# design 1

<file path="src/rtl/mips_prog_loader.sv">
// -----------------------------------------------------------------------------
// mips_prog_loader
//   Streams a program image from a byte interface into a word-addressed
//   instruction memory, then releases the CPU from halt.
//
//   Stream format (bytes, big-endian words):
//     word 0 : base word address (low ADDR_W bits used)
//     word 1 : payload word count N (32 bits)
//     word 2.. N+1 : payload, written to base+0 .. base+N-1 (mod 2^ADDR_W)
//     [trailing byte] : XOR of every header and payload byte
//                       (only when MIPS_LOADER_CHECKSUM_EN is defined)
//
//   Optional feature macro: MIPS_LOADER_CHECKSUM_EN
//     defined   -> CHK state and running XOR compiled in; a bad checksum
//                  ends in ERR.
//     undefined -> no CHK state, no XOR logic, err tied low.
//
//   Ports
//     clk1       in   system clock, all state on its rising edge
//     rst        in   synchronous active-high reset
//     start      in   begin a load (honoured only in IDLE/DONE/ERR)
//     in_data    in   stream byte
//     in_valid   in   in_data valid
//     in_ready   out  loader can take a byte this cycle
//     mem_we     out  one-cycle write strobe per payload word
//     mem_addr   out  write word address
//     mem_wdata  out  write data
//     busy       out  load in progress
//     done       out  load finished successfully
//     err        out  load failed (checksum mismatch)
//     cpu_run    out  pipeline release, identical to done
// -----------------------------------------------------------------------------
module mips_prog_loader #(
  parameter int ADDR_W = 10
) (
  input  logic              clk1,
  input  logic              rst,
  input  logic              start,
  input  logic [7:0]        in_data,
  input  logic              in_valid,
  output logic              in_ready,
  output logic              mem_we,
  output logic [ADDR_W-1:0] mem_addr,
  output logic [31:0]       mem_wdata,
  output logic              busy,
  output logic              done,
  output logic              err,
  output logic              cpu_run
);

`ifdef MIPS_LOADER_CHECKSUM_EN
  typedef enum logic [2:0] {
    IDLE     = 3'd0,
    HDR_ADDR = 3'd1,
    HDR_CNT  = 3'd2,
    DATA     = 3'd3,
    CHK      = 3'd4,
    DONE     = 3'd5,
    ERR      = 3'd6
  } state_t;
  // Where the FSM goes once the last payload word (or an empty header) is in.
  localparam state_t LOAD_END = CHK;
`else
  typedef enum logic [2:0] {
    IDLE     = 3'd0,
    HDR_ADDR = 3'd1,
    HDR_CNT  = 3'd2,
    DATA     = 3'd3,
    DONE     = 3'd5,
    ERR      = 3'd6
  } state_t;
  localparam state_t LOAD_END = DONE;
`endif

  state_t state, nxt;

  logic [1:0]        bcnt;      // byte position inside the current word
  logic [23:0]       shreg;     // first three bytes of the current word
  logic [ADDR_W-1:0] base;
  logic [31:0]       nwords;
  logic [31:0]       widx;      // payload words already written

  logic        acc;
  logic        collect;
  logic        word_end;
  logic        last_word;
  logic        restart;
  logic [31:0] word;

`ifdef MIPS_LOADER_CHECKSUM_EN
  logic [7:0] xsum;
`endif

  assign acc       = in_valid & in_ready;
  // States whose bytes are assembled into words.
  assign collect   = (state == HDR_ADDR) || (state == HDR_CNT) || (state == DATA);
  assign word_end  = acc & collect & (bcnt == 2'd3);
  // Completed word is visible combinationally in the cycle of its 4th byte.
  assign word      = {shreg, in_data};
  // nwords is never 0 while in DATA, so the subtraction cannot underflow there.
  assign last_word = (widx == nwords - 32'd1);
  assign restart   = start & ((state == IDLE) || (state == DONE) || (state == ERR));

  // ---------------------------------------------------------------------------
  // FSM state register
  // ---------------------------------------------------------------------------
  always_ff @(posedge clk1) begin
    if (rst) state <= IDLE;
    else     state <= nxt;
  end

  // ---------------------------------------------------------------------------
  // FSM next state and state-decoded outputs
  // ---------------------------------------------------------------------------
  always_comb begin
    nxt      = state;
    in_ready = 1'b0;
    busy     = 1'b0;
    case (state)
      IDLE, DONE, ERR: begin
        if (start) nxt = HDR_ADDR;
      end
      HDR_ADDR: begin
        in_ready = 1'b1;
        busy     = 1'b1;
        if (word_end) nxt = HDR_CNT;
      end
      HDR_CNT: begin
        in_ready = 1'b1;
        busy     = 1'b1;
        if (word_end) nxt = (word == 32'd0) ? LOAD_END : DATA;
      end
      DATA: begin
        // in_ready stays high through the write cycle: the write is a
        // registered side effect, so the byte stream never stalls.
        in_ready = 1'b1;
        busy     = 1'b1;
        if (word_end && last_word) nxt = LOAD_END;
      end
`ifdef MIPS_LOADER_CHECKSUM_EN
      CHK: begin
        in_ready = 1'b1;
        busy     = 1'b1;
        if (acc) nxt = (in_data == xsum) ? DONE : ERR;
      end
`endif
      default: nxt = IDLE;
    endcase
  end

  assign done    = (state == DONE);
  assign cpu_run = done;
`ifdef MIPS_LOADER_CHECKSUM_EN
  assign err     = (state == ERR);
`else
  assign err     = 1'b0;
`endif

  // ---------------------------------------------------------------------------
  // Word assembly, header capture and memory write port
  // ---------------------------------------------------------------------------
  always_ff @(posedge clk1) begin
    if (rst) begin
      bcnt      <= 2'd0;
      shreg     <= 24'd0;
      base      <= '0;
      nwords    <= 32'd0;
      widx      <= 32'd0;
      mem_we    <= 1'b0;
      mem_addr  <= '0;
      mem_wdata <= 32'd0;
    end else begin
      mem_we <= 1'b0;
      if (restart) begin
        bcnt <= 2'd0;
        widx <= 32'd0;
      end
      // Partial word is simply held across in_valid gaps.
      if (acc && collect) begin
        bcnt  <= bcnt + 2'd1;
        shreg <= {shreg[15:0], in_data};
      end
      if (word_end) begin
        case (state)
          HDR_ADDR: base   <= word[ADDR_W-1:0];
          HDR_CNT:  nwords <= word;
          DATA: begin
            mem_we    <= 1'b1;
            // ADDR_W-bit add wraps naturally modulo 2^ADDR_W.
            mem_addr  <= base + widx[ADDR_W-1:0];
            mem_wdata <= word;
            widx      <= widx + 32'd1;
          end
          default: ;
        endcase
      end
    end
  end

`ifdef MIPS_LOADER_CHECKSUM_EN
  // Running XOR over header and payload bytes; the trailing check byte
  // itself is not folded in.
  always_ff @(posedge clk1) begin
    if (rst)               xsum <= 8'd0;
    else if (restart)      xsum <= 8'd0;
    else if (acc && collect) xsum <= xsum ^ in_data;
  end
`endif

endmodule

</file>
<file path="config.mk">
export PLATFORM = sky130hd
export DESIGN_NAME = mips_prog_loader
export DESIGN_NICKNAME = d
export VERILOG_FILES = /design/src/rtl/mips_prog_loader.sv
export SDC_FILE = /design/constraint.sdc
export NUM_CORES = 1
export LEC_CHECK = 0
export CAP_MARGIN = 0
export CORE_MARGIN = 10
export CORE_UTILIZATION = 30
export DETAILED_ROUTE_END_ITERATION = 10
export GPL_TIMING_DRIVEN = 0
export PLACE_DENSITY = 0.48
export SLEW_MARGIN = 20
export SYNTH_ARGS = -nofsm -noshare
export SYNTH_HDL_FRONTEND = slang
export SYNTH_SLANG_ARGS = --single-unit
</file>
<file path="constraint.sdc">
create_clock -name clk1 -period 4.6 [get_ports clk1]
set_clock_uncertainty 0.1 [all_clocks]
set_input_delay 0.92 -clock clk1 [delete_from_list [all_inputs] [get_ports clk1]]
set_output_delay 0.92 -clock clk1 [all_outputs]
set_load 0.01 [all_outputs]
</file>
# design 2

--- config.mk ---
export PLATFORM = sky130hd
export DESIGN_NAME = noc_link_rx
export DESIGN_NICKNAME = d
export VERILOG_FILES = /design/src/rtl/noc_link_rx.sv
export SDC_FILE = /design/constraint.sdc
export NUM_CORES = 1
export LEC_CHECK = 0
export ABC_AREA = 1
export CAP_MARGIN = 5
export CORE_AREA = 10 10 129 131
export DETAILED_ROUTE_END_ITERATION = 10
export DIE_AREA = 0 0 139 141
export PLACE_DENSITY_LB_ADDON = 0.1
export SETUP_SLACK_MARGIN = 0.3
export SLEW_MARGIN = 20
export SYNTH_ARGS = -nofsm -noshare
export SYNTH_HDL_FRONTEND = slang
export SYNTH_SLANG_ARGS = --single-unit
--- constraint.sdc ---
create_clock -name clk -period 3.4 [get_ports clk]
set_input_delay 0.68 -clock clk [delete_from_list [all_inputs] [get_ports clk]]
set_output_delay 0.68 -clock clk [all_outputs]
set_load 0.05 [all_outputs]
--- src/rtl/noc_link_rx.sv ---
`default_nettype none
// ============================================================================
// Module   : noc_link_rx
// Purpose  : Receive side of a credit-flow-controlled NoC link. Checks
//            head/tail framing, buffers accepted flits in a first-word-fall-
//            through FIFO, returns credits upstream. Define
//            NOC_LINK_RX_ERR_CNT_EN to add the saturating err_cnt output.
// Revision : 1.0
// ============================================================================
module noc_link_rx #(
    parameter int FLIT_W = 32,
    parameter int DEPTH  = 4,
    parameter int PTR_W  = 2
) (
    input  logic              clk,
    input  logic              rst,
    input  logic              link_valid,
    input  logic [FLIT_W-1:0] link_flit,
    input  logic              link_head,
    input  logic              link_tail,
    output logic [1:0]        credit_ret,
    output logic              out_valid,
    input  logic              out_ready,
    output logic [FLIT_W-1:0] out_flit,
    output logic              out_head,
    output logic              out_tail,
    output logic              err_frame,
    output logic              err_ovf
`ifdef NOC_LINK_RX_ERR_CNT_EN
    ,
    output logic [7:0]        err_cnt
`endif
);

    typedef enum logic [0:0] {
        ST_IDLE = 1'b0,
        ST_BODY = 1'b1
    } state_t;

    localparam logic [PTR_W:0] FULL_CNT = (PTR_W+1)'(DEPTH);

    state_t            state_q, state_d;
    logic [PTR_W-1:0]  wr_ptr_q, rd_ptr_q;
    logic [PTR_W:0]    count_q, count_d;
    logic [1:0]        credit_q, credit_d;
    logic              err_frame_q, err_ovf_q;

    logic [FLIT_W-1:0] mem_flit_q [DEPTH];
    logic [DEPTH-1:0]  mem_head_q;
    logic [DEPTH-1:0]  mem_tail_q;

    logic full, empty, pop, push, frame_drop, ovf_drop;

    assign full     = (count_q == FULL_CNT);
    assign empty    = (count_q == '0);
    assign pop      = !empty && out_ready;
    // Overflow is judged before this cycle's pop, so a drain never rescues the flit.
    assign ovf_drop = link_valid && full;

    always_comb begin
        state_d    = state_q;
        push       = 1'b0;
        frame_drop = 1'b0;
        if (link_valid && !full) begin
            case (state_q)
                ST_IDLE: begin
                    if (link_head) begin
                        push = 1'b1;
                        if (!link_tail) state_d = ST_BODY;
                    end else begin
                        frame_drop = 1'b1;
                    end
                end
                ST_BODY: begin
                    if (link_head) begin
                        frame_drop = 1'b1;
                    end else begin
                        push = 1'b1;
                        if (link_tail) state_d = ST_IDLE;
                    end
                end
                default: state_d = ST_IDLE;
            endcase
        end
        count_d  = count_q + {{PTR_W{1'b0}}, push} - {{PTR_W{1'b0}}, pop};
        // Framing drops consumed an upstream credit, so they are refunded too.
        credit_d = {1'b0, pop} + {1'b0, frame_drop};
    end

    always_ff @(posedge clk or negedge rst) begin
        if (!rst) begin
            state_q     <= ST_IDLE;
            wr_ptr_q    <= '0;
            rd_ptr_q    <= '0;
            count_q     <= '0;
            credit_q    <= '0;
            err_frame_q <= 1'b0;
            err_ovf_q   <= 1'b0;
        end else begin
            state_q  <= state_d;
            count_q  <= count_d;
            credit_q <= credit_d;
            if (push) wr_ptr_q <= wr_ptr_q + PTR_W'(1);
            if (pop)  rd_ptr_q <= rd_ptr_q + PTR_W'(1);
            if (frame_drop) err_frame_q <= 1'b1;
            if (ovf_drop)   err_ovf_q   <= 1'b1;
        end
    end

    always_ff @(posedge clk) begin
        if (push) begin
            mem_flit_q[wr_ptr_q] <= link_flit;
            mem_head_q[wr_ptr_q] <= link_head;
            mem_tail_q[wr_ptr_q] <= link_tail;
        end
    end

    assign out_valid  = !empty;
    assign out_flit   = empty ? '0   : mem_flit_q[rd_ptr_q];
    assign out_head   = empty ? 1'b0 : mem_head_q[rd_ptr_q];
    assign out_tail   = empty ? 1'b0 : mem_tail_q[rd_ptr_q];
    assign credit_ret = credit_q;
    assign err_frame  = err_frame_q;
    assign err_ovf    = err_ovf_q;

`ifdef NOC_LINK_RX_ERR_CNT_EN
    logic [7:0] err_cnt_q;

    always_ff @(posedge clk or negedge rst) begin
        if (!rst) begin
            err_cnt_q <= '0;
        end else if ((frame_drop || ovf_drop) && (err_cnt_q != 8'hFF)) begin
            err_cnt_q <= err_cnt_q + 8'd1;
        end
    end

    assign err_cnt = err_cnt_q;
`endif

endmodule
`default_nettype wire

Design 1, cells coloured by class:
Fill, decap, tap and diode cells in grey.
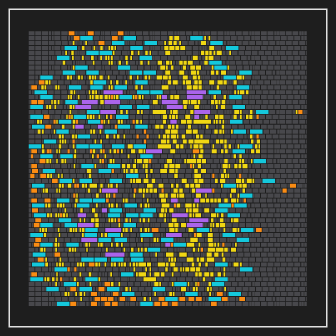
orange -> other buffers and delay cells  # cells 113, share of their area 9.7%
yellow -> combinational and other logic  # cells 721, share of their area 48%
purple -> clock drivers and dummy loads  # cells 31, share of their area 7.7%
cyan -> flops  # cells 146, share of their area 35%
flop share of the area: 0.332
Cell Rows: 56

Design 1, cell outlines without signal wires:
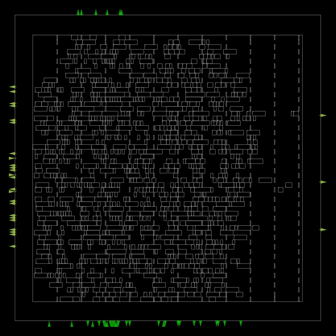
count of sequential standard cells: 146
Floorplan Core Area: 0.0235 mm²
Fillers: 2504

==> reports/metrics.csv, design 1 <==
stage;metric;value;unit
timing;post-route worst hold slack;0.349;ns
status;result of the run;finished clean;
worst_hold_path;worst hold-check path type;flip-flop to flip-flop;
power;design internal power;2.25;mW
logic_synthesis;EDFF count, synth;0;
power;power share of the clock group;0.530;
logic_synthesis;post-synthesis average cell area;7.78;µm²
clocking;clk sink count;146;
power;P per Cell Area;332;mW/mm²
layout;Nets;1024;
placement;cell area after placement;0.00815;mm²
global_routing;met3 Resource Use GR;0.0274;
placement;detailed placement HPWL;16900;µm
logic_synthesis;ys cells;923;
layout;logic gate fraction of the total cell area;0.451;
logic_synthesis;share of cell area taken by muxes after synthesis;0.00453;
global_routing;met1 routing resource usage after global routing;0.197;
logic_synthesis;post-synthesis cell area;0.00718;mm²
logic_synthesis;synthesized netlist net count;948;
layout;non-clock inverter count;13;
logic_synthesis;synthesis area per yosys;0.00718;mm²
logic_synthesis;proportion of register bits with asynchronous set or reset after synthesis;0;
layout;signal buffers share of area;0.0922;
layout;number of clock-tree buffers in the layout;19;
timing;maximum achievable frequency;278;MHz
worst_setup_path;end point of the critical path;mem_addr[0]$_SDFFE_PP0P_;
worst_setup_path;Worst R2R Start;nwords[0]$_SDFFE_PP0P_;
layout;diodes inserted;0;
worst_setup_path;critical path start-end classification;primary input to flip-flop;
placement;Placed Instances;1299;
timing;slew at the pin with the worst max-slew slack;0.959;ns
power;power share of the sequential group;0.438;
placement;final estimated routing congestion in global placement;0.908;
layout;area of the multi-input gates;0.00397;mm²
floorplanning;Tapcell Cnt;319;
layout;relative area of clock buffers and inverters in the final design;0.0737;
logic_synthesis;Warnings, synthesis;0;
floorplanning;die y size;175;µm
timing;final max-slew violation count;0;
layout;Layout Area Growth over Synthesis;22.5;%
logic_synthesis;Compound-Gate Fraction of Synth Area;0.156;
timing;final number of hold-violating endpoints;0;
layout;largest registers in the final layout;mem_wdata (32), nwords (32), widx (32);
worst_setup_path;worst-path cell with the longest stage delay;sky130_fd_sc_hd__clkbuf_1;
detailed_routing;via count;6689;
logic_synthesis;dominant kind of combinational cell;simple AND/OR/NAND/NOR gates;
detailed_routing;Residual DRC;0;
layout;Area-dominant class;logic gates;
power;combinational gate power;0.0923;mW
timing;# setup viols final;0;
detailed_routing;routed wirelength normalized by instance count;17.3;µm
timing;Slew HR;0.355;
layout;summed area of non-filler cells in the final layout;0.00879;mm²
floorplanning;die width;175;µm
power;clock network power;1.55;mW
layout;final core utilization;0.375;
layout;Commonest Layout Cell;sky130_fd_sc_hd__nand2_1;
layout;commonest cells after routing, fill and taps aside;sky130_fd_sc_hd__nand2_1, sky130_fd_sc_hd__dfxtp_1, sky130_fd_sc_hd__a21oi_1;
logic_synthesis;Basic Gates by Area;0.293;
logic_synthesis;tally of unique sky130hd cells used after synthesis;67;
logic_synthesis;top area contributor share;0.407;
worst_setup_path;CP Data Arrival Time;3.84;ns
detailed_routing;max layer used;met4;
Design 2, signal wires by layer:
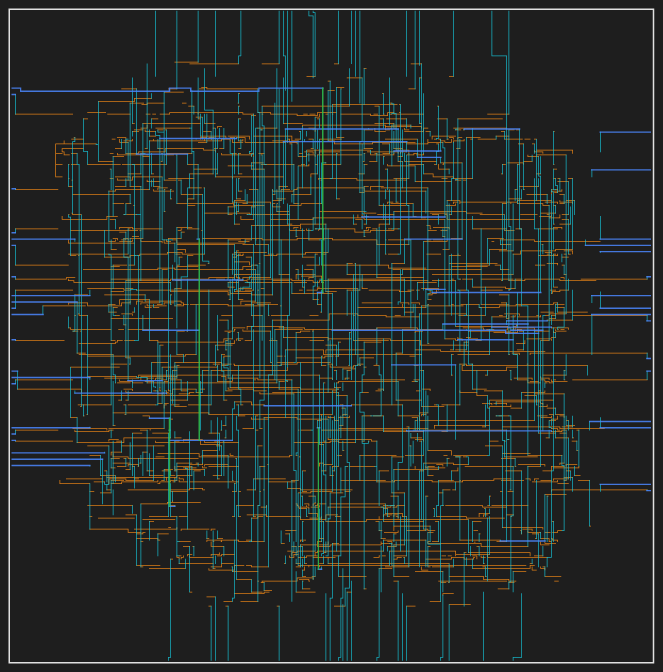
orange -> metal 1  # wire length 5540 µm
green -> metal 4  # wire length 137 µm
cyan -> metal 2  # wire length 6680 µm
blue -> metal 3  # wire length 770 µm

Design 2, cell outlines without signal wires:
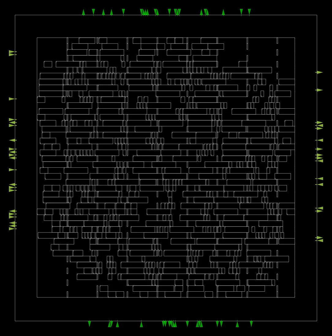
Floorplan Core Area: 0.0142 mm²
Tapcell Cnt: 184
Cell Rows: 44
final instance count without filler cells: 852

==> reports/metrics.csv, design 2 <==
stage;metric;value;unit
global_routing;Global Route Usage Sum;0.138;
worst_setup_path;Worst R2R Start;count_q[1]$_DFF_PN0_;
floorplanning;die width;139;µm
placement;cell area after placement;0.00760;mm²
floorplanning;pre-placement core utilization;0.439;
detailed_routing;Residual DRC;0;
logic_synthesis;share of synthesized area occupied by flip-flops and latches;0.703;
layout;relative area of clock buffers and inverters in the final design;0.0645;
placement;Placed Instances;821;
layout;non-clock inverter count;86;
timing;final max-slew violation count;0;
worst_setup_path;worst-path cell with the longest stage delay;sky130_fd_sc_hd__clkinv_2;
placement;final estimated routing congestion in global placement;0.745;
clocking;buffer levels on the longest clock path;2;
layout;Nets;702;
layout;Largest register FFs;128;
power;proportion of total power due to net switching;0.410;
global_routing;met1 routing resource usage after global routing;0.161;
layout;summed area of non-filler cells in the final layout;0.00812;mm²
timing;minimum period implied by the final worst setup slack;2.91;ns
global_routing;wire length of the first global-routing pass;21600;µm
layout;Area-dominant class;registers;
logic_synthesis;top cells, area;sky130_fd_sc_hd__edfxtp_1, sky130_fd_sc_hd__nand2_1, sky130_fd_sc_hd__inv_1, sky130_fd_sc_hd__dfrtp_1, sky130_fd_sc_hd__nand3_1;
worst_setup_path;CP Data Arrival Time;2.23;ns
logic_synthesis;Basic Gates by Area;0.167;
clocking;clock transition at the registers of the reported paths;0.05;ns
worst_setup_path;reg-to-reg slack, setup;1.23;ns
layout;Most flops, register;mem_flit_q;
worst_setup_path;WP data required;2.72;ns
logic_synthesis;post-synthesis cell count;573;
timing;final number of hold-violating endpoints;0;
logic_synthesis;proportion of register bits with asynchronous set or reset after synthesis;0.0811;
worst_setup_path;cell depth of the worst setup path;6;
clocking;Post-CTS Hold Fix Bufs;0;
status;result of the run;finished clean;
timing;post-route worst hold slack;0.475;ns
worst_setup_path;critical path start-end classification;flip-flop to primary output;
floorplanning;Total Die Area;0.0196;mm²
global_routing;pin count of the biggest net entering global routing;70;
clocking;H-tree level count;4;
power;power share of the sequential group;0.275;
floorplanning;Ports;77;
logic_synthesis;Post-synth regs;148;


==> screenshots <==
Port wiring.
The bar under the picture is 50 µm long.
(a)
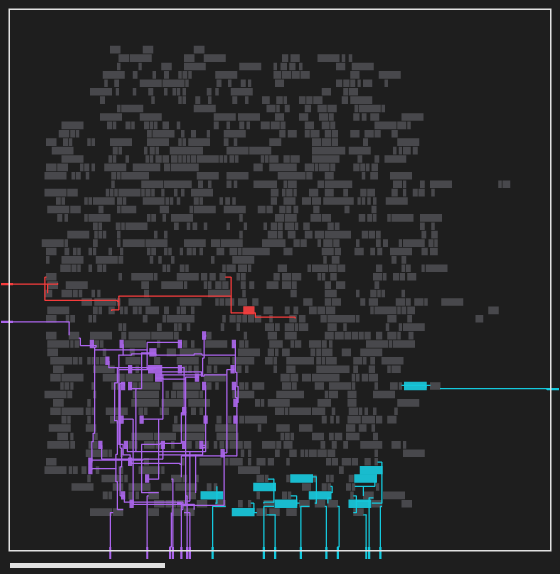
(b)
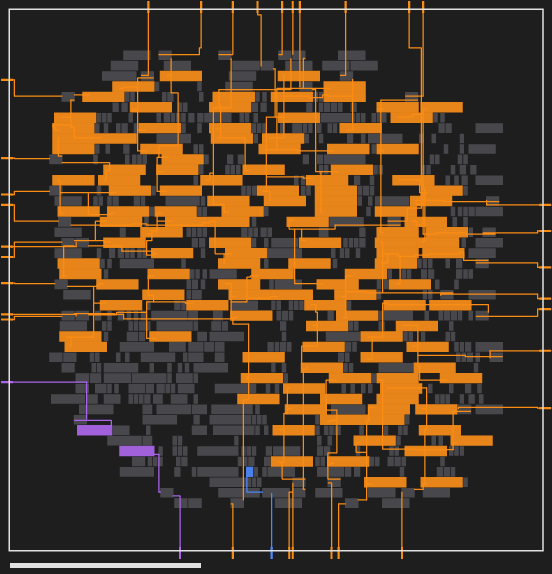
| from | picture |
|---|---|
| design 1 | (a) |
| design 2 | (b) |

Power and IR drop assume default switching activity.
